==================== block 1
===== config.mk =====
export PLATFORM = sky130hd
export DESIGN_NAME = digit_scan_flat
export DESIGN_NICKNAME = d
export VERILOG_FILES = /design/src/rtl/disp_pkg.sv /design/src/rtl/digit_scan_if.sv /design/src/rtl/digit_scan_tick_gen.sv /design/src/rtl/digit_scan.sv /design/src/flat_wrapper.sv
export SDC_FILE = /design/constraint.sdc
export NUM_CORES = 1
export LEC_CHECK = 0
export ABC_AREA = 1
export CORE_MARGIN = 2
export CORE_UTILIZATION = 55
export CTS_BUF_LIST = sky130_fd_sc_hd__clkbuf_4 sky130_fd_sc_hd__clkbuf_8
export DETAILED_ROUTE_END_ITERATION = 10
export GPL_TIMING_DRIVEN = 1
export PLACE_DENSITY = 0.85
export SLEW_MARGIN = 20
export SYNTH_ARGS = -nofsm -noshare
export SYNTH_HDL_FRONTEND = slang
export SYNTH_SLANG_ARGS = --single-unit

===== constraint.sdc =====
create_clock -name clk -period 2.25 [get_ports clk]
set_clock_uncertainty 0.2 [all_clocks]
set_input_delay 0.3375 -clock clk [delete_from_list [all_inputs] [get_ports clk]]
set_output_delay 0.3375 -clock clk [all_outputs]
set_load 0.005 [all_outputs]

===== src/rtl/disp_pkg.sv =====
// Shared display-code definitions for the digit scanner and the downstream
// 7-segment decoder. A display code is 5 bits: 0-15 hex digit, 16 dash,
// 31 blank.
package disp_pkg;
   localparam int CODE_W = 5;

   typedef logic [CODE_W-1:0] disp_code_t;

   localparam disp_code_t CODE_DASH  = 5'd16;
   localparam disp_code_t CODE_BLANK = 5'd31;

   // Hex nibble to display code (zero-extended).
   function automatic disp_code_t hex_code(input logic [3:0] nib);
      return {1'b0, nib};
   endfunction
endpackage


===== src/rtl/digit_scan_if.sv =====
// Bus between a host and the digit scanner.
//   load       host -> scanner  one-cycle strobe capturing value/dash_mask
//   value      host -> scanner  4*DIGITS hex nibbles, digit 0 in [3:0]
//   dash_mask  host -> scanner  bit i forces digit i to dash
//   x          scanner -> host  display code for the enabled digit
//   an         scanner -> host  active-low digit enables
//   pending    scanner -> host  loaded value waits for the next frame boundary
//   frame_tick scanner -> host  one-cycle pulse at each frame boundary
interface digit_scan_if #(parameter int DIGITS = 4);
   import disp_pkg::*;

   logic                  load;
   logic [4*DIGITS-1:0]   value;
   logic [DIGITS-1:0]     dash_mask;
   disp_code_t            x;
   logic [DIGITS-1:0]     an;
   logic                  pending;
   logic                  frame_tick;

   modport master (
      output load, value, dash_mask,
      input  x, an, pending, frame_tick
   );

   modport slave (
      input  load, value, dash_mask,
      output x, an, pending, frame_tick
   );
endinterface


===== src/rtl/digit_scan_tick_gen.sv =====
// Slot prescaler for the digit scanner: counts 0..REFRESH_DIV-1 and wraps.
//   clk      clock, rising edge
//   rst      synchronous active-high reset
//   tick     high while the count is at its terminal value (slot tick)
//   pre_tick high the cycle before tick, lets the caller register
//            outputs that must coincide with tick
module tick_gen #(
   parameter int REFRESH_DIV = 50000
) (
   input  logic clk,
   input  logic rst,
   output logic tick,
   output logic pre_tick
);
   localparam int CNT_W = (REFRESH_DIV > 2) ? $clog2(REFRESH_DIV) : 1;

   logic [CNT_W-1:0] cnt;

   always_ff @(posedge clk) begin
      if (rst)       cnt <= '0;
      else if (tick) cnt <= '0;
      else           cnt <= cnt + CNT_W'(1);
   end

   assign tick     = (cnt == CNT_W'(REFRESH_DIV - 1));
   assign pre_tick = (cnt == CNT_W'(REFRESH_DIV - 2));
endmodule


===== src/rtl/digit_scan.sv =====
// Multiplexed digit scanner. A host loads a value into a shadow register;
// it is promoted to the displayed (active) register only at a frame
// boundary, so a frame never mixes old and new digits.
//   clk   clock, rising edge
//   rst   synchronous active-high reset
//   bus   digit_scan_if slave modport (load/value/dash_mask in,
//         x/an/pending/frame_tick out, all outputs registered)
// Build option: define LEADING_ZERO_BLANK_EN to blank leading zero digits
// (code 31); digit 0 and dashed digits are never blanked.
module digit_scan
   import disp_pkg::*;
#(
   parameter int DIGITS      = 4,
   parameter int REFRESH_DIV = 50000
) (
   input  logic        clk,
   input  logic        rst,
   digit_scan_if.slave bus
);
   localparam int                IDX_W = $clog2(DIGITS);
   localparam logic [IDX_W-1:0]  LAST  = IDX_W'(DIGITS - 1);

   logic                        tick, pre_tick, frame_end;
   logic [IDX_W-1:0]            idx;
   logic [DIGITS-1:0][3:0]      shadow_val, active_val;
   logic [DIGITS-1:0]           shadow_dash, active_dash;
   logic                        pending_q, frame_tick_q;
   disp_code_t                  x_q;
   logic [DIGITS-1:0]           an_q;
   disp_code_t [DIGITS-1:0]     code;

   tick_gen #(.REFRESH_DIV(REFRESH_DIV)) u_tick (
      .clk      (clk),
      .rst      (rst),
      .tick     (tick),
      .pre_tick (pre_tick)
   );

   assign frame_end = tick && (idx == LAST);

   // Per-digit display code from the active register.
`ifdef LEADING_ZERO_BLANK_EN
   // zero_above[i]: digit i and every higher digit are 0 and undashed.
   logic [DIGITS-1:0] zero_above;
`endif
   for (genvar gi = 0; gi < DIGITS; gi++) begin : g_digit
`ifdef LEADING_ZERO_BLANK_EN
      if (gi == DIGITS - 1) begin : g_top
         assign zero_above[gi] = (active_val[gi] == 4'd0) && !active_dash[gi];
      end else begin : g_low
         assign zero_above[gi] = (active_val[gi] == 4'd0) && !active_dash[gi]
                                 && zero_above[gi+1];
      end
      if (gi == 0) begin : g_d0
         assign code[gi] = active_dash[gi] ? CODE_DASH : hex_code(active_val[gi]);
      end else begin : g_dn
         assign code[gi] = active_dash[gi] ? CODE_DASH  :
                           zero_above[gi]  ? CODE_BLANK :
                                             hex_code(active_val[gi]);
      end
`else
      assign code[gi] = active_dash[gi] ? CODE_DASH : hex_code(active_val[gi]);
`endif
   end

   always_ff @(posedge clk) begin
      if (rst) begin
         idx          <= '0;
         shadow_val   <= '0;
         shadow_dash  <= '0;
         active_val   <= '0;
         active_dash  <= '0;
         pending_q    <= 1'b0;
         frame_tick_q <= 1'b0;
         x_q          <= '0;
         an_q         <= {{(DIGITS-1){1'b1}}, 1'b0};
      end else begin
         if (tick) idx <= (idx == LAST) ? '0 : idx + IDX_W'(1);

         // Commit uses the pre-edge shadow, so a coincident load lands in
         // the shadow and stays pending for the following frame.
         if (frame_end && pending_q) begin
            active_val  <= shadow_val;
            active_dash <= shadow_dash;
         end

         if (bus.load) begin
            shadow_val  <= bus.value;
            shadow_dash <= bus.dash_mask;
            pending_q   <= 1'b1;
         end else if (frame_end) begin
            pending_q   <= 1'b0;
         end

         // Registered from pre_tick so the pulse lines up with the
         // boundary slot tick itself.
         frame_tick_q <= pre_tick && (idx == LAST);

         // Code and enable come from the same idx sample: no skew.
         x_q  <= code[idx];
         an_q <= ~(DIGITS'(1) << idx);
      end
   end

   assign bus.x          = x_q;
   assign bus.an         = an_q;
   assign bus.pending    = pending_q;
   assign bus.frame_tick = frame_tick_q;
endmodule


===== src/flat_wrapper.sv =====
// flat-port wrapper written by rule: the top's interface ports become plain ports
module digit_scan_flat import disp_pkg::*;
#(
   parameter int DIGITS      = 4,
   parameter int REFRESH_DIV = 50000
)
  (clk, rst, bus_load, bus_value, bus_dash_mask, bus_x, bus_an, bus_pending, bus_frame_tick);
  digit_scan_if #(.DIGITS(DIGITS)) bus_i ();
  input  logic clk;
  input  logic rst;
  input wire logic [$bits(bus_i.load)-1:0] bus_load;
  input wire logic [$bits(bus_i.value)-1:0] bus_value;
  input wire logic [$bits(bus_i.dash_mask)-1:0] bus_dash_mask;
  output wire logic [$bits(bus_i.x)-1:0] bus_x;
  output wire logic [$bits(bus_i.an)-1:0] bus_an;
  output wire logic [$bits(bus_i.pending)-1:0] bus_pending;
  output wire logic [$bits(bus_i.frame_tick)-1:0] bus_frame_tick;
  assign bus_i.load = bus_load;
  assign bus_i.value = bus_value;
  assign bus_i.dash_mask = bus_dash_mask;
  assign bus_x = bus_i.x;
  assign bus_an = bus_i.an;
  assign bus_pending = bus_i.pending;
  assign bus_frame_tick = bus_i.frame_tick;
  digit_scan #(.DIGITS(DIGITS), .REFRESH_DIV(REFRESH_DIV)) u_core (.clk(clk), .rst(rst), .bus(bus_i));
endmodule

==================== block 2
$ cat config.mk
export PLATFORM = sky130hd
export DESIGN_NAME = xyolo_seq
export DESIGN_NICKNAME = d
export VERILOG_FILES = /design/src/rtl/xyolo_seq.sv
export SDC_FILE = /design/constraint.sdc
export NUM_CORES = 1
export LEC_CHECK = 0
export ABC_AREA = 1
export CORE_ASPECT_RATIO = 0.6
export CORE_MARGIN = 2
export CORE_UTILIZATION = 55
export DETAILED_ROUTE_END_ITERATION = 10
export GPL_ROUTABILITY_DRIVEN = 0
export PLACE_DENSITY_LB_ADDON = 0.15
export SYNTH_ARGS = -nofsm -noshare
export SYNTH_HDL_FRONTEND = slang
export SYNTH_SLANG_ARGS = --single-unit
$ cat constraint.sdc
create_clock -name clk -period 10.85 [get_ports clk]
set_clock_uncertainty 0.1 [all_clocks]
set_input_delay 3.255 -clock clk [delete_from_list [all_inputs] [get_ports clk]]
set_output_delay 3.255 -clock clk [all_outputs]
set_load 0.02 [all_outputs]
$ cat src/rtl/xyolo_seq.sv
// xyolo layer sequencer: host-writable shadow configuration, active copy taken on run,
// and per-tile init strobe plus exact cycle counting for the xyolo unit.
`ifndef N_W
`define N_W 4
`endif
`ifndef MEM_ADDR_W
`define MEM_ADDR_W 10
`endif
`ifndef PERIOD_W
`define PERIOD_W 8
`endif
`ifndef SHIFT_W
`define SHIFT_W 5
`endif
`ifndef YOLO_CONF_BITS
`define YOLO_CONF_BITS (3*`N_W + `MEM_ADDR_W + 2*`PERIOD_W + `SHIFT_W + 3)
`endif

module xyolo_seq #(
    parameter int DATA_W   = 32,
    parameter int PIPE_LAT = 5,
    parameter int REP_W    = 16
) (
    input  logic                       clk,
    input  logic                       rst,
    input  logic                       cfg_we,
    input  logic [3:0]                 cfg_addr,
    input  logic [DATA_W-1:0]          cfg_wdata,
    input  logic                       run,
    input  logic                       abort,
    output logic                       busy,
    output logic                       tile_done,
    output logic                       done,
    output logic                       yolo_rst,
    output logic                       yolo_addrgen_rst,
    output logic [`YOLO_CONF_BITS-1:0] yolo_conf
);

    localparam int PROD_W = `MEM_ADDR_W + `PERIOD_W;
    localparam int CNT_W  = PROD_W + 1;

    typedef enum logic [2:0] {
        S_IDLE = 3'd0,
        S_INIT = 3'd1,
        S_RUN  = 3'd2,
        S_NEXT = 3'd3,
        S_DONE = 3'd4
    } state_t;

    state_t state_q, state_d;

    logic [`N_W-1:0]        sh_sela_q, sh_selb_q, sh_selc_q;
    logic [`MEM_ADDR_W-1:0] sh_iter_q;
    logic [`PERIOD_W-1:0]   sh_period_q, sh_delay_q;
    logic [`SHIFT_W-1:0]    sh_shift_q;
    logic [2:0]             sh_flags_q;
    logic [REP_W-1:0]       sh_rep_q;

    logic [`N_W-1:0]        act_sela_q, act_selb_q, act_selc_q;
    logic [`MEM_ADDR_W-1:0] act_iter_q;
    logic [`PERIOD_W-1:0]   act_period_q, act_delay_q;
    logic [`SHIFT_W-1:0]    act_shift_q;
    logic [2:0]             act_flags_q;

    logic [CNT_W-1:0]       cnt_q, cnt_d, tile_len_m1;
    logic [REP_W-1:0]       rem_q, rem_d;
    logic [`PERIOD_W-1:0]   period_eff;
    logic [PROD_W-1:0]      prod;
    logic                   load_act, abort_hit;
    logic                   yolo_rst_q, yolo_rst_d;
    logic                   agen_rst_q, agen_rst_d;
    logic                   unused_wdata;

    assign unused_wdata = ^cfg_wdata;

    // Shadow writes never touch the active copy, so the unit sees a stable config mid-layer.
    always_ff @(posedge clk) begin
        if (rst) begin
            sh_sela_q   <= '0;
            sh_selb_q   <= '0;
            sh_selc_q   <= '0;
            sh_iter_q   <= '0;
            sh_period_q <= '0;
            sh_delay_q  <= '0;
            sh_shift_q  <= '0;
            sh_flags_q  <= '0;
            sh_rep_q    <= '0;
        end else if (cfg_we) begin
            case (cfg_addr)
                4'd0:    sh_sela_q   <= cfg_wdata[`N_W-1:0];
                4'd1:    sh_selb_q   <= cfg_wdata[`N_W-1:0];
                4'd2:    sh_selc_q   <= cfg_wdata[`N_W-1:0];
                4'd3:    sh_iter_q   <= cfg_wdata[`MEM_ADDR_W-1:0];
                4'd4:    sh_period_q <= cfg_wdata[`PERIOD_W-1:0];
                4'd5:    sh_delay_q  <= cfg_wdata[`PERIOD_W-1:0];
                4'd6:    sh_shift_q  <= cfg_wdata[`SHIFT_W-1:0];
                4'd7:    sh_flags_q  <= cfg_wdata[2:0];
                4'd8:    sh_rep_q    <= cfg_wdata[REP_W-1:0];
                default: ;
            endcase
        end
    end

    always_ff @(posedge clk) begin
        if (rst) begin
            act_sela_q   <= '0;
            act_selb_q   <= '0;
            act_selc_q   <= '0;
            act_iter_q   <= '0;
            act_period_q <= '0;
            act_delay_q  <= '0;
            act_shift_q  <= '0;
            act_flags_q  <= '0;
        end else if (load_act) begin
            act_sela_q   <= sh_sela_q;
            act_selb_q   <= sh_selb_q;
            act_selc_q   <= sh_selc_q;
            act_iter_q   <= sh_iter_q;
            act_period_q <= sh_period_q;
            act_delay_q  <= sh_delay_q;
            act_shift_q  <= sh_shift_q;
            act_flags_q  <= sh_flags_q;
        end
    end

    // flags are stored {maxpool,leaky,bias}; the conf word wants bias, leaky, maxpool MSB-first.
    assign yolo_conf = {act_sela_q, act_selb_q, act_selc_q, act_iter_q, act_period_q,
                        act_delay_q, act_shift_q, act_flags_q[0], act_flags_q[1], act_flags_q[2]};

    always_comb begin
        period_eff  = (act_period_q == '0) ? `PERIOD_W'(1) : act_period_q;
        prod        = PROD_W'(act_iter_q) * PROD_W'(period_eff);
        tile_len_m1 = CNT_W'(act_delay_q) + CNT_W'(prod) + CNT_W'(PIPE_LAT) - CNT_W'(1);
    end

    always_ff @(posedge clk) begin
        if (rst) begin
            state_q <= S_IDLE;
        end else begin
            state_q <= state_d;
        end
    end

    always_comb begin
        state_d   = state_q;
        load_act  = 1'b0;
        abort_hit = 1'b0;
        case (state_q)
            S_IDLE: begin
                if (run) begin
                    load_act = 1'b1;
                    state_d  = (sh_iter_q == '0) ? S_DONE : S_INIT;
                end
            end
            S_INIT: state_d = S_RUN;
            S_RUN: begin
                if (cnt_q == '0) begin
                    state_d = S_NEXT;
                end
            end
            S_NEXT:  state_d = (rem_q == REP_W'(1)) ? S_DONE : S_INIT;
            S_DONE:  state_d = S_IDLE;
            default: state_d = S_IDLE;
        endcase
        if (abort && (state_q != S_IDLE)) begin
            state_d   = S_IDLE;
            abort_hit = 1'b1;
        end
    end

    always_comb begin
        cnt_d = cnt_q;
        rem_d = rem_q;
        if (load_act) begin
            rem_d = (sh_rep_q == '0) ? REP_W'(1) : sh_rep_q;
        end
        case (state_q)
            S_INIT: cnt_d = tile_len_m1;
            S_RUN: begin
                if (cnt_q != '0) begin
                    cnt_d = cnt_q - CNT_W'(1);
                end
            end
            S_NEXT:  rem_d = rem_q - REP_W'(1);
            default: ;
        endcase
    end

    always_ff @(posedge clk) begin
        if (rst) begin
            cnt_q <= '0;
            rem_q <= '0;
        end else begin
            cnt_q <= cnt_d;
            rem_q <= rem_d;
        end
    end

    // The init strobe is registered off the next state so it lines up with the INIT cycle
    // and with the cycle after an abort, without any combinational path from the inputs.
    always_comb begin
        busy       = (state_q != S_IDLE);
        tile_done  = (state_q == S_NEXT);
        done       = (state_q == S_DONE);
        yolo_rst_d = (state_d == S_INIT) || abort_hit;
        agen_rst_d = abort_hit;
    end

    always_ff @(posedge clk) begin
        if (rst) begin
            yolo_rst_q <= 1'b0;
            agen_rst_q <= 1'b1;
        end else begin
            yolo_rst_q <= yolo_rst_d;
            agen_rst_q <= agen_rst_d;
        end
    end

    assign yolo_rst         = yolo_rst_q;
    assign yolo_addrgen_rst = agen_rst_q;

endmodule

==================== block 3
$ cat src/rtl/divu_hilo.sv
// divu_hilo -- sequential unsigned divider with private Hi/Lo result registers.
//
// Restoring division, one quotient bit per clock. A DIVU function code seen in
// IDLE captures the operands; WIDTH cycles later the remainder lands in Hi and
// the quotient in Lo. MFHI/MFLO read them back combinationally on dataOut.
// A DIVU code that is held does not start another division. The code must
// leave OP_DIVU first.
//
// Optional feature macro: DIVU_DBZ_FAST_EN
//   When defined, a zero divisor skips the iteration. The divider finishes one
//   cycle after start with hi=dividend and lo=all-ones, busy stays low, and
//   the extra output dbz flags the event until the next start or reset.
//
// Ports:
//   clk     in   1      rising-edge clock
//   reset   in   1      asynchronous active-low reset
//   dataA   in   WIDTH  dividend, sampled at start
//   dataB   in   WIDTH  divisor, sampled at start
//   signal  in   6      function code (DIVU starts, MFHI/MFLO read)
//   dataOut out  WIDTH  hi on MFHI, lo on MFLO, zero otherwise
//   busy    out  1      high while iterating
//   done    out  1      high in DONE
//   dbz     out  1      divide-by-zero flag (only with DIVU_DBZ_FAST_EN)

`timescale 1ns/1ps

module divu_hilo #(
  parameter int             WIDTH   = 32,
  parameter logic [5:0]     OP_DIVU = 6'd27,
  parameter logic [5:0]     OP_MFHI = 6'd16,
  parameter logic [5:0]     OP_MFLO = 6'd18
) (
  input  logic             clk,
  input  logic             reset,
  input  logic [WIDTH-1:0] dataA,
  input  logic [WIDTH-1:0] dataB,
  input  logic [5:0]       signal,
  output logic [WIDTH-1:0] dataOut,
  output logic             busy,
  output logic             done
`ifdef DIVU_DBZ_FAST_EN
  ,
  output logic             dbz
`endif
);

  localparam int CW = (WIDTH > 1) ? $clog2(WIDTH) : 1;

  typedef enum logic [1:0] {
    ST_IDLE = 2'd0,
    ST_BUSY = 2'd1,
    ST_DONE = 2'd2
  } state_t;

  state_t           state_r;
  logic [WIDTH-1:0] rem_r;
  logic [WIDTH-1:0] quo_r;
  logic [WIDTH-1:0] div_r;
  logic [WIDTH-1:0] hi_r;
  logic [WIDTH-1:0] lo_r;
  logic [CW-1:0]    cnt_r;
  logic             busy_r;
  logic             done_r;
  logic [2*WIDTH-1:0] step_s;
`ifdef DIVU_DBZ_FAST_EN
  logic             dbz_r;
`endif

  // One restoring step: shift {rem,quo} left, subtract the divisor when it fits.
  // The shifted remainder needs WIDTH+1 bits for the compare. When the
  // subtraction happens, the result is below the divisor, so the low WIDTH bits
  // of a modular subtract are exact.
  function automatic logic [2*WIDTH-1:0] divstep(
    input logic [WIDTH-1:0] rem,
    input logic [WIDTH-1:0] quo,
    input logic [WIDTH-1:0] dvs
  );
    logic [WIDTH:0]   sh;
    logic [WIDTH-1:0] df;
    sh = {rem, quo[WIDTH-1]};
    df = sh[WIDTH-1:0] - dvs;
    if (sh >= {1'b0, dvs}) begin
      divstep = {df, quo[WIDTH-2:0], 1'b1};
    end else begin
      divstep = {sh[WIDTH-1:0], quo[WIDTH-2:0], 1'b0};
    end
  endfunction

  // Next {rem,quo} for the current iteration.
  always_comb begin
    step_s = divstep(rem_r, quo_r, div_r);
  end

  // Divider FSM with operand, iteration and result registers.
  always_ff @(posedge clk or negedge reset) begin
    if (!reset) begin
      state_r <= ST_IDLE;
      rem_r   <= {WIDTH{1'b0}};
      quo_r   <= {WIDTH{1'b0}};
      div_r   <= {WIDTH{1'b0}};
      hi_r    <= {WIDTH{1'b0}};
      lo_r    <= {WIDTH{1'b0}};
      cnt_r   <= {CW{1'b0}};
      busy_r  <= 1'b0;
      done_r  <= 1'b0;
`ifdef DIVU_DBZ_FAST_EN
      dbz_r   <= 1'b0;
`endif
    end else begin
      case (state_r)
        ST_IDLE: begin
          if (signal == OP_DIVU) begin
            div_r   <= dataB;
            rem_r   <= {WIDTH{1'b0}};
            quo_r   <= dataA;
            cnt_r   <= {CW{1'b0}};
            state_r <= ST_BUSY;
`ifdef DIVU_DBZ_FAST_EN
            // A zero divisor takes the one-cycle shortcut through BUSY without
            // ever raising busy.
            busy_r  <= (dataB != {WIDTH{1'b0}});
            dbz_r   <= 1'b0;
`else
            busy_r  <= 1'b1;
`endif
          end
        end
        ST_BUSY: begin
`ifdef DIVU_DBZ_FAST_EN
          if (div_r == {WIDTH{1'b0}}) begin
            // quo_r still holds the untouched dividend here.
            hi_r    <= quo_r;
            lo_r    <= {WIDTH{1'b1}};
            dbz_r   <= 1'b1;
            busy_r  <= 1'b0;
            done_r  <= 1'b1;
            state_r <= ST_DONE;
          end else begin
`endif
            rem_r <= step_s[2*WIDTH-1:WIDTH];
            quo_r <= step_s[WIDTH-1:0];
            cnt_r <= cnt_r + {{(CW-1){1'b0}}, 1'b1};
            if (cnt_r == CW'(WIDTH - 1)) begin
              hi_r    <= step_s[2*WIDTH-1:WIDTH];
              lo_r    <= step_s[WIDTH-1:0];
              busy_r  <= 1'b0;
              done_r  <= 1'b1;
              state_r <= ST_DONE;
            end
`ifdef DIVU_DBZ_FAST_EN
          end
`endif
        end
        ST_DONE: begin
          // A held DIVU parks here, so the divider cannot restart itself.
          if (signal != OP_DIVU) begin
            done_r  <= 1'b0;
            state_r <= ST_IDLE;
          end
        end
        default: begin
          busy_r  <= 1'b0;
          done_r  <= 1'b0;
          state_r <= ST_IDLE;
        end
      endcase
    end
  end

  // Read mux: Hi/Lo reads are combinational, so they are valid in the same cycle.
  always_comb begin
    dataOut = {WIDTH{1'b0}};
    case (signal)
      OP_MFHI: dataOut = hi_r;
      OP_MFLO: dataOut = lo_r;
      default: dataOut = {WIDTH{1'b0}};
    endcase
  end

  assign busy = busy_r;
  assign done = done_r;
`ifdef DIVU_DBZ_FAST_EN
  assign dbz  = dbz_r;
`endif

endmodule

$ cat config.mk
export PLATFORM = sky130hd
export DESIGN_NAME = divu_hilo
export DESIGN_NICKNAME = d
export VERILOG_FILES = /design/src/rtl/divu_hilo.sv
export SDC_FILE = /design/constraint.sdc
export NUM_CORES = 1
export LEC_CHECK = 0
export CORE_MARGIN = 2
export CORE_UTILIZATION = 25
export DETAILED_ROUTE_END_ITERATION = 7
export HOLD_SLACK_MARGIN = 0.03
export PLACE_DENSITY_LB_ADDON = 0.2
export SYNTH_ARGS = -nofsm -noshare
export SYNTH_HDL_FRONTEND = slang
export SYNTH_SLANG_ARGS = --single-unit
$ cat constraint.sdc
create_clock -name clk -period 7.55 [get_ports clk]
set_clock_uncertainty 0.05 [all_clocks]
set_input_delay 0.755 -clock clk [delete_from_list [all_inputs] [get_ports clk]]
set_output_delay 0.755 -clock clk [all_outputs]
set_load 0.005 [all_outputs]
==================== block 4
===== src/rtl/demultiplex_3bit.sv =====
// Routes one 32-bit word to one of seven registered destinations.
// A one-entry hold buffer absorbs a busy destination and back-pressures the producer.
module demultiplex_3bit (
    input  logic        clk,
    input  logic        reset,
    input  logic [31:0] in_data,
    input  logic [2:0]  in_sel,
    input  logic        in_valid,
    output logic        in_ready,
    input  logic [6:0]  dst_busy,
    output logic [31:0] out_a,
    output logic [31:0] out_b,
    output logic [31:0] out_c,
    output logic [31:0] out_d,
    output logic [31:0] out_e,
    output logic [31:0] out_f,
    output logic [31:0] out_g,
    output logic [6:0]  out_wr,
    output logic        sel_err,
    output logic [7:0]  err_count
);

    typedef enum logic {
        IDLE,
        HOLD
    } state_t;

    state_t      r_state;
    state_t      w_next;
    logic [31:0] r_hold_data;
    logic [2:0]  r_hold_sel;
    logic [31:0] r_out [7];

    logic [7:0]  w_busy8;
    logic        w_accept;
    logic        w_wr_en;
    logic [2:0]  w_wr_sel;
    logic [31:0] w_wr_data;
    logic [6:0]  w_wr_onehot;
    logic        w_err;
    logic        w_capture;

    // Pad busy so code 111 indexes a defined bit
    assign w_busy8  = {1'b0, dst_busy};
    assign in_ready = (r_state == IDLE) && !reset;
    assign w_accept = in_valid && in_ready;

    always_comb begin
        w_next    = r_state;
        w_wr_en   = 1'b0;
        w_wr_sel  = r_hold_sel;
        w_wr_data = r_hold_data;
        w_err     = 1'b0;
        w_capture = 1'b0;
        unique case (r_state)
            IDLE: begin
                if (w_accept) begin
                    if (in_sel == 3'b111) begin
                        w_err = 1'b1;
                    end else if (!w_busy8[in_sel]) begin
                        w_wr_en   = 1'b1;
                        w_wr_sel  = in_sel;
                        w_wr_data = in_data;
                    end else begin
                        w_capture = 1'b1;
                        w_next    = HOLD;
                    end
                end
            end
            HOLD: begin
                if (!w_busy8[r_hold_sel]) begin
                    w_wr_en = 1'b1;
                    w_next  = IDLE;
                end
            end
        endcase
    end

    assign w_wr_onehot = w_wr_en ? (7'b1 << w_wr_sel) : 7'b0;

    always_ff @(posedge clk or posedge reset) begin
        if (reset) begin
            r_state     <= IDLE;
            r_hold_data <= 32'd0;
            r_hold_sel  <= 3'd0;
        end else begin
            r_state <= w_next;
            if (w_capture) begin
                r_hold_data <= in_data;
                r_hold_sel  <= in_sel;
            end
        end
    end

    always_ff @(posedge clk or posedge reset) begin
        if (reset) begin
            for (int i = 0; i < 7; i++) begin
                r_out[i] <= 32'd0;
            end
            out_wr    <= 7'd0;
            sel_err   <= 1'b0;
            err_count <= 8'd0;
        end else begin
            out_wr  <= w_wr_onehot;
            sel_err <= w_err;
            for (int i = 0; i < 7; i++) begin
                if (w_wr_onehot[i]) begin
                    r_out[i] <= w_wr_data;
                end
            end
            if (w_err && (err_count != 8'hFF)) begin
                err_count <= err_count + 8'd1;
            end
        end
    end

    assign out_a = r_out[0];
    assign out_b = r_out[1];
    assign out_c = r_out[2];
    assign out_d = r_out[3];
    assign out_e = r_out[4];
    assign out_f = r_out[5];
    assign out_g = r_out[6];

endmodule


===== config.mk =====
export PLATFORM = sky130hd
export DESIGN_NAME = demultiplex_3bit
export DESIGN_NICKNAME = d
export VERILOG_FILES = /design/src/rtl/demultiplex_3bit.sv
export SDC_FILE = /design/constraint.sdc
export NUM_CORES = 1
export LEC_CHECK = 0
export ABC_CLOCK_PERIOD_IN_PS = 15300
export CORE_MARGIN = 4
export CORE_UTILIZATION = 50
export CTS_CLUSTER_SIZE = 20
export DETAILED_ROUTE_END_ITERATION = 6
export HOLD_SLACK_MARGIN = 0.06
export PLACE_DENSITY = 0.82
export SLEW_MARGIN = 20
export SYNTH_ARGS = -nofsm -noshare
export SYNTH_HDL_FRONTEND = slang
export SYNTH_SLANG_ARGS = --single-unit

===== constraint.sdc =====
create_clock -name clk -period 15.3 [get_ports clk]
set_input_delay 1.53 -clock clk [delete_from_list [all_inputs] [get_ports clk]]
set_output_delay 1.53 -clock clk [all_outputs]
set_load 0.05 [all_outputs]


==> layout pictures side by side <==
Cell sizes after repair.
Plate I
Bar = 20 um.
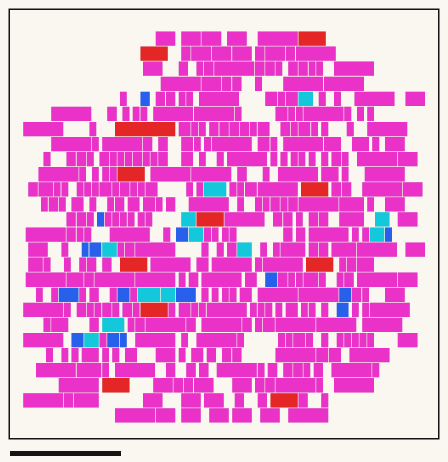
Plate II
Bar = 50 um.
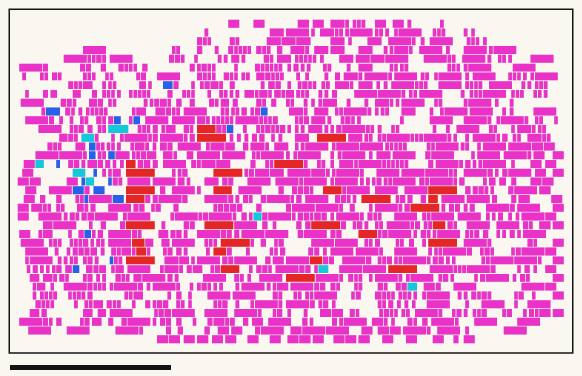
Plate III
Bar = 50 um.
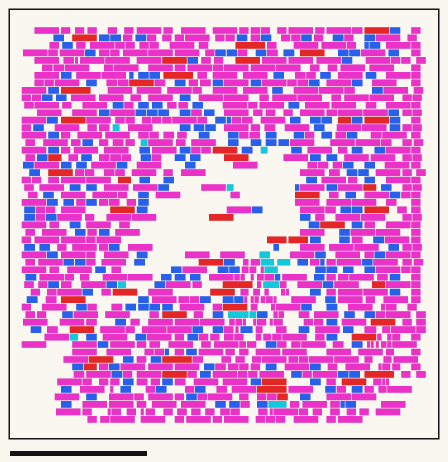
Plate IV
Bar = 50 um.
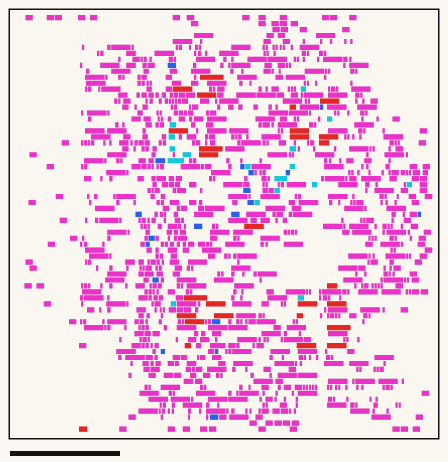
Plate III comes from block 4.
Plate II comes from block 2.
Plate IV comes from block 3.
Plate I comes from block 1.

Key to Plate IV:
magenta -> drive 1 or less  # cells 1088, share 95%, most used nand2_1
blue -> drive 2  # cells 19, share 1.7%, most used mux2_2
red -> drive 6 and up  # cells 27, share 2.3%, most used clkbuf_16
cyan -> drive 3 to 4  # cells 17, share 1.5%, most used buf_4

### Clock routing, block 3

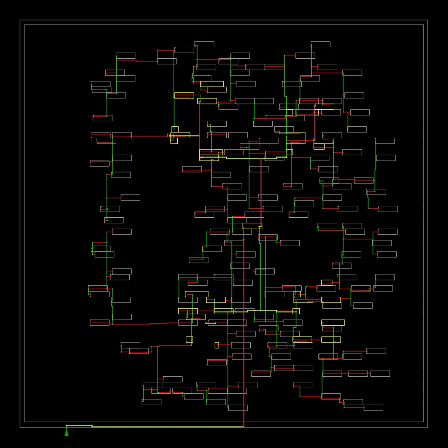
flip-flops: 169
CTS Sinks: 169
clk_buf instances: 19

==> flow_summary_export.csv, block 3 <==
group,metric,value,unit
floorplan,fp.dieW,195,um
critical_path,worstReg2RegEnd,"hi_r[17]",
floorplan,die-area,0.0381,sq mm
grt,grt_use_total,13.8,%
drt,highest_layer,"met4",
grt,grt-busiest-layer,"met2",
grt,grtUsageMet2,20.6,%
critical_path,crit_path_end,"div_r[25]",
floorplan,std_cell_rows,70,
floorplan,core,0.0363,sq mm
logic_synthesis,async_reset_ff_share,100,%
logic_synthesis,yosys-stat-cells,1063,
run,warnings,26,
finish,final_nets,1245,
final_timing,slew_headroom,28.6,%
placement,dp_slack,3440,ps
finish,design_area,0.0113,sq mm
critical_path,critPathKind,"primary input to register",
placement,post-dp-hpwl,18000,um
floorplan,initCoreUtil,25.2,%
critical_path,crit_required,7840,ps
min_path,hold_path.class,"primary input to asynchronous set/reset pin",
drt,first_iter_violations,379,
grt,antenna_found_initial,0,
logic_synthesis,topCellsByArea,"dfrtp_1, nand2_1, mux2i_1, o21ai_0, ha_1",
placement,portBuffers,105,
final_timing,finalHoldViolCount,0,
finish,buffer_area_share,9.96,%
drt,first_pass_iters,5,
grt,grt.met1_usage,20.4,%
grt,grt_use_met3,2.57,%
drt,num_vias,7311,
logic_synthesis,synth-main-ff-cell,"dfrtp_1",
critical_path,arrival,3890,ps
run_status,status,"complete, no violations",
logic_synthesis,compound_area_share,16.0,%
final_timing,rsz0062_at_grt,"false",
block 3: cell usage after synthesis (all sizes together), types with 2 or more instances:
cell type / instances
or3: 3
nand3: 7
o31ai: 2
or2: 2
nor2b: 3
a22o: 3
and2: 5
nor2: 91
and3: 5
buf: 11
o21bai: 2
a32oi: 4
ha: 34
nand2b: 4
nor3: 5
clkbuf: 48
inv: 41
nand4: 12
xor2: 11
o22ai: 3
xnor2: 17
mux2i: 60
a21oi: 39
o21ai: 118
dfrtp: 169
nand2: 277
a31oi: 40
mux2: 5
a31o: 2
o21a: 5
a21o: 22
nand3b: 2
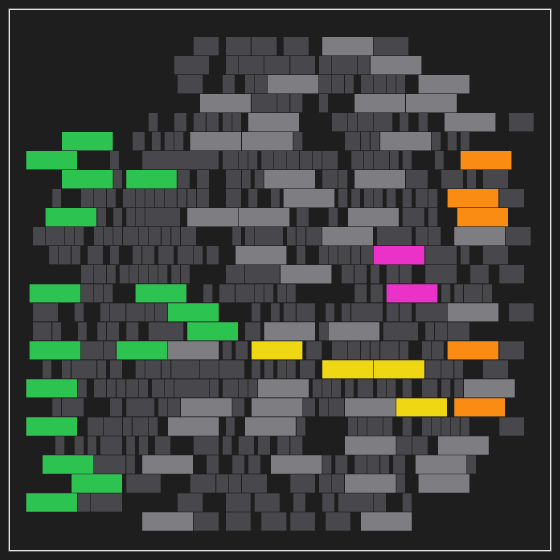
*Register map, names as in the netlist, block 1*
Other sequential cells in the stronger grey, the rest of the logic in the fainter grey.
green -> u_core.u_tick.cnt  # sequential cells 16
yellow -> u_core.active_dash  # sequential cells 4
orange -> u_core.bus.x  # sequential cells 5
magenta -> u_core.idx  # sequential cells 2

==> flow_summary_export.csv, block 1 <==
group,metric,value,unit
drt,wl_per_cell,12.5,um
min_path,holdPathEnd,"u_core.shadow_val[0]",
grt,grt_pass1_vias,2495,
finish,final-seq-area,0.00138,sq mm
floorplan,core,0.00514,sq mm
finish,drive_above_1_share,8.84,%
run_status,status,"complete, no violations",
floorplan,die-area,0.00597,sq mm
finish,dominant_cells,"flip-flops and latches",
drt,wirelength_met1,2700,um
critical_path,r2r_slack,360,ps
logic_synthesis,async_reset_ff_share,0,%
drt,ant_nets,0,
final_timing,rsz0062_at_grt,"false",
clock_tree,cts.sinks,69,
critical_path,critPathMaxStageDelay,620,ps
floorplan,tapCellCount,70,
finish,final_cell_mix,"dfxtp_1, nor2_1, nand2_1, inv_1",
finish,logic_area,0.00130,sq mm
final_timing,slew_headroom,65.2,%
finish,design_area,0.00352,sq mm
==> block 1: cell families after synthesis <==
logic type / count (synthesis) / synth area share (%)
flip-flops: 69 / 46.8
AND-OR/OR-AND: 71 / 12.7
XOR/XNOR: 3 / 0.891
adder cells (fa/ha/maj): 6 / 2.54
AND/OR/NAND/NOR: 181 / 28.1
buffers and inverters: 65 / 8.99
==> block 1: layer usage <==
metal / vias up / GRT usage (%)
li1: 1354 / -
met1: 1193 / 24.4
met2: 56 / 39.7
met3: 14 / 4.82
met4: 0 / 12.9
met5: - / 0
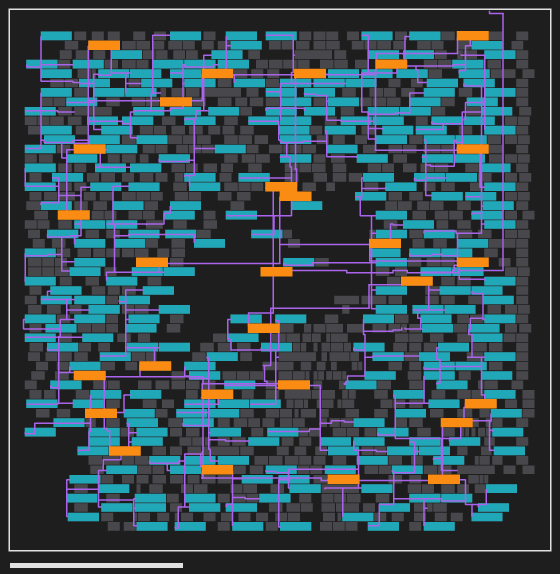
*Clock wires, drivers and flops, block 4*
Bar = 50 um.
orange -> cells driving clock nets  # count 28
purple -> clock wires  # length 3240 um
cyan -> flip-flops  # count 276
routed clock nets = 29
flops lie = spread over the die

==> flow_summary_export.csv, block 4 <==
group,metric,value,unit
final_timing,slew_headroom,20.8,%
run_status,status,"complete, no violations",
grt,grt_pass1_vias,7538,
grt,grt_use_total,23.7,%
finish,design_area,0.0151,sq mm
logic_synthesis,synth-xor-area-share,0.562,%
finish,buffer_area_share,19.4,%
logic_synthesis,topCellsByArea,"dfrtp_1, mux2_2, mux2_1, buf_2, mux2i_1",
finish,logic_area,0.00384,sq mm
run,max_cap_violations,0,
drt,wl_per_cell,22.6,um
clock_tree,cts_buffers,28,
logic_synthesis,compound_area_share,1.17,%
finish,final_nets,1015,
drt,vias_per_cell,5.35,
run,warnings,28,
finish,nFillCells,1423,
finish,comb_area_share,25.4,%
min_path,hold_path_depth,1,
critical_path,critPathSlowestCell,"clkdlybuf4s50_1",
floorplan,die-area,0.0242,sq mm
logic_synthesis,yosys-top-cells-count,"dfrtp_1, mux2_2, mux2_1",
critical_path,critical_path.max_fanout,37,
critical_path,r2r_start,"r_state",
critical_path,crit_start,"in_sel[0]",
## block 4: routing by layer
layer / track usage, % / vias up / part of all wire, %
met4: 6.34 / 0 / 2.4
li1: - / 3011 / -
met3: 6.07 / 44 / 6.5
met5: 0 / - / 0
met2: 42.1 / 210 / 51
met1: 29.1 / 3516 / 40
## block 4: registers in the layout, indices dropped and copies added, names as in the netlist
register	count
err_count	8
out_a	32
out_b	32
out_c	32
out_d	32
out_e	32
out_f	32
out_g	32
out_wr	7
r_hold_data	32
r_hold_sel	3
r_state	1
sel_err	1
### Clock routing, block 2

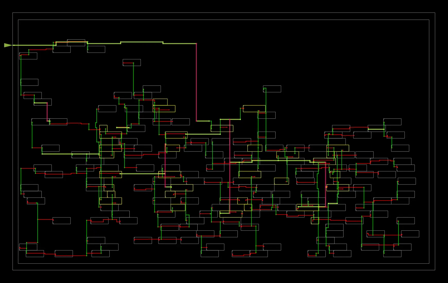
total CTS buffers: 17
CTS Sinks: 148

==> flow_summary_export.csv, block 2 <==
group,metric,value,unit
floorplan,tapCellCount,234,
logic_synthesis,netlist_instances,1372,
finish,top_regs,"cnt_q: 19 flops, rem_q: 16 flops, sh_rep_q: 16 flops",
final_timing,setup_slack,5050,ps
finish,largest_register,"cnt_q",
critical_path,crit_start,"state_q[2]",
finish,area_delta_synth_final,14.8,%
logic_synthesis,yosys-stat-cells,1372,
floorplan,initCoreUtil,56.1,%
floorplan,core,0.0171,sq mm
logic_synthesis,yosys.area.top_type_share,30.9,%
critical_path,critPathMaxStageDelay,710,ps
floorplan,die_height,106,um
drt,vias_per_cell,5.24,
logic_synthesis,ys_sh_mux,0,%
logic_synthesis,avgSynthCellArea,6.99,sq um
logic_synthesis,async_reset_ff_share,0,%
critical_path,critical_path.max_fanout,19,
finish,antennaDiodeCount,0,
grt,grt_max_degree,77,
logic_synthesis,ys_chip_area,0.00959,sq mm
placement,dp.cells,1625,
final_timing,rsz0062_at_grt,"false",
drt,first_pass_iters,5,
min_path,hold_path_depth,2,
clock_tree,cts_hold_buf,0,
logic_synthesis,synth-main-ff-cell,"dfxtp_1",
drt,met2WireLength,9830,um
grt,grt_pass1_vias,7977,
logic_synthesis,synth.cell_area,0.00959,sq mm
logic_synthesis,synth-xor-area-share,1.74,%
grt,grt.overflow.total,0,
drt,wirelength_met1,12300,um
logic_synthesis,ys_sh_adder,17.9,%
logic_synthesis,synth_seq_share,30.9,%
grt,grt.met1_usage,43.7,%
critical_path,critPathKind,"register to primary output",
logic_synthesis,edf_count,0,
floorplan,num_io_pins,92,
finish,flops,148,
placement,place_area,0.0104,sq mm
drt,met3WireLength,2370,um
finish,logic_gates,926,
critical_path,r2r_slack,5290,ps
finish,logic_area,0.00548,sq mm
floorplan,std_cell_rows,37,
final_timing,max_clock_freq,173,MHz
logic_synthesis,top_cell,"nand2_1",
finish,seqAreaFraction,26.9,%
finish,final-seq-area,0.00296,sq mm
logic_synthesis,yosysTopAreaCell,"dfxtp_1",
finish,instances_no_fill,1657,
finish,drive_above_1_share,4.08,%
run_status,status,"complete, no violations",
finish,utilization,64.5,%
logic_synthesis,synth_nets,1516,
[block 2: worst min-delay path, stage by stage (launching register included)]
cell	delay [ps]
dfxtp_1	310
nand2_1	60
a21oi_1	50


## Gallery

Clock wires, drivers and flops.
shot_01.png
Bar = 50 um.
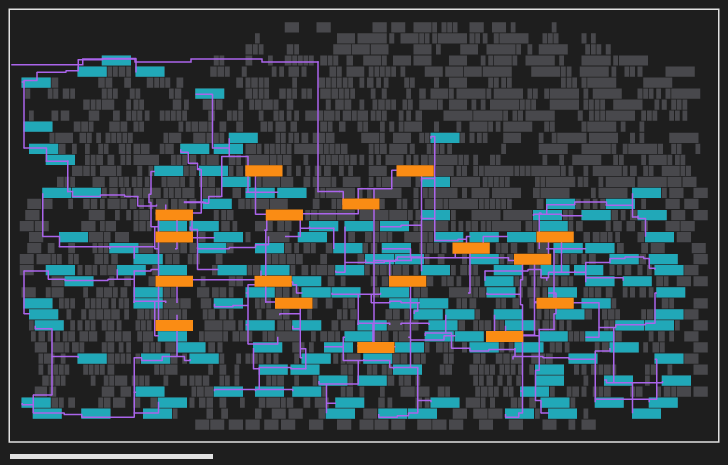
shot_02.png
Bar = 20 um.
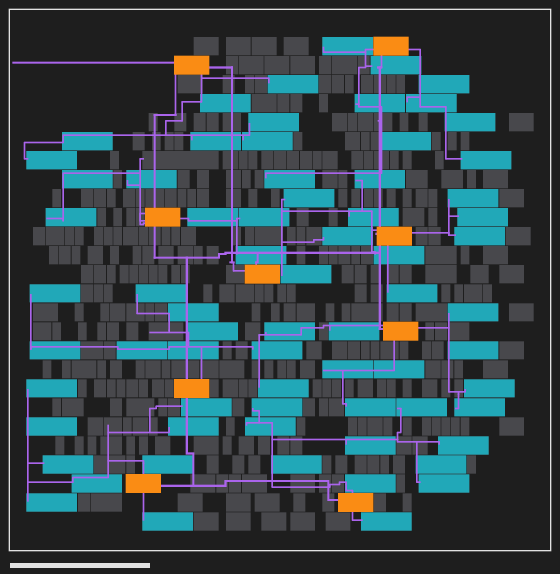
shot_03.png
Bar = 50 um.
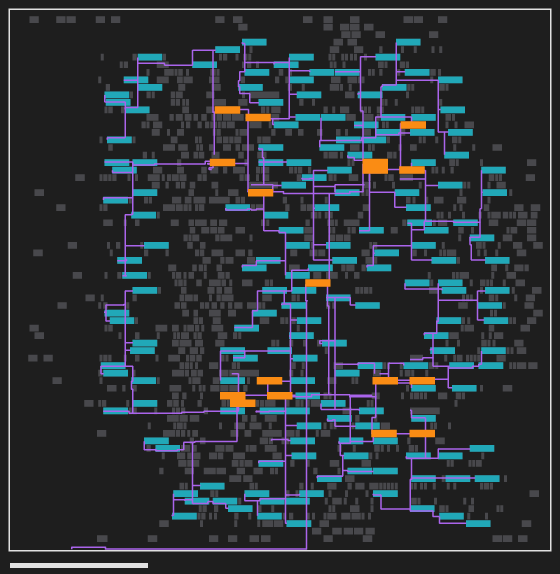
shot_01.png comes from block 2.
shot_02.png comes from block 1.
shot_03.png comes from block 3.
- fewest sequential cells: shot_02.png
- largest die: shot_03.png

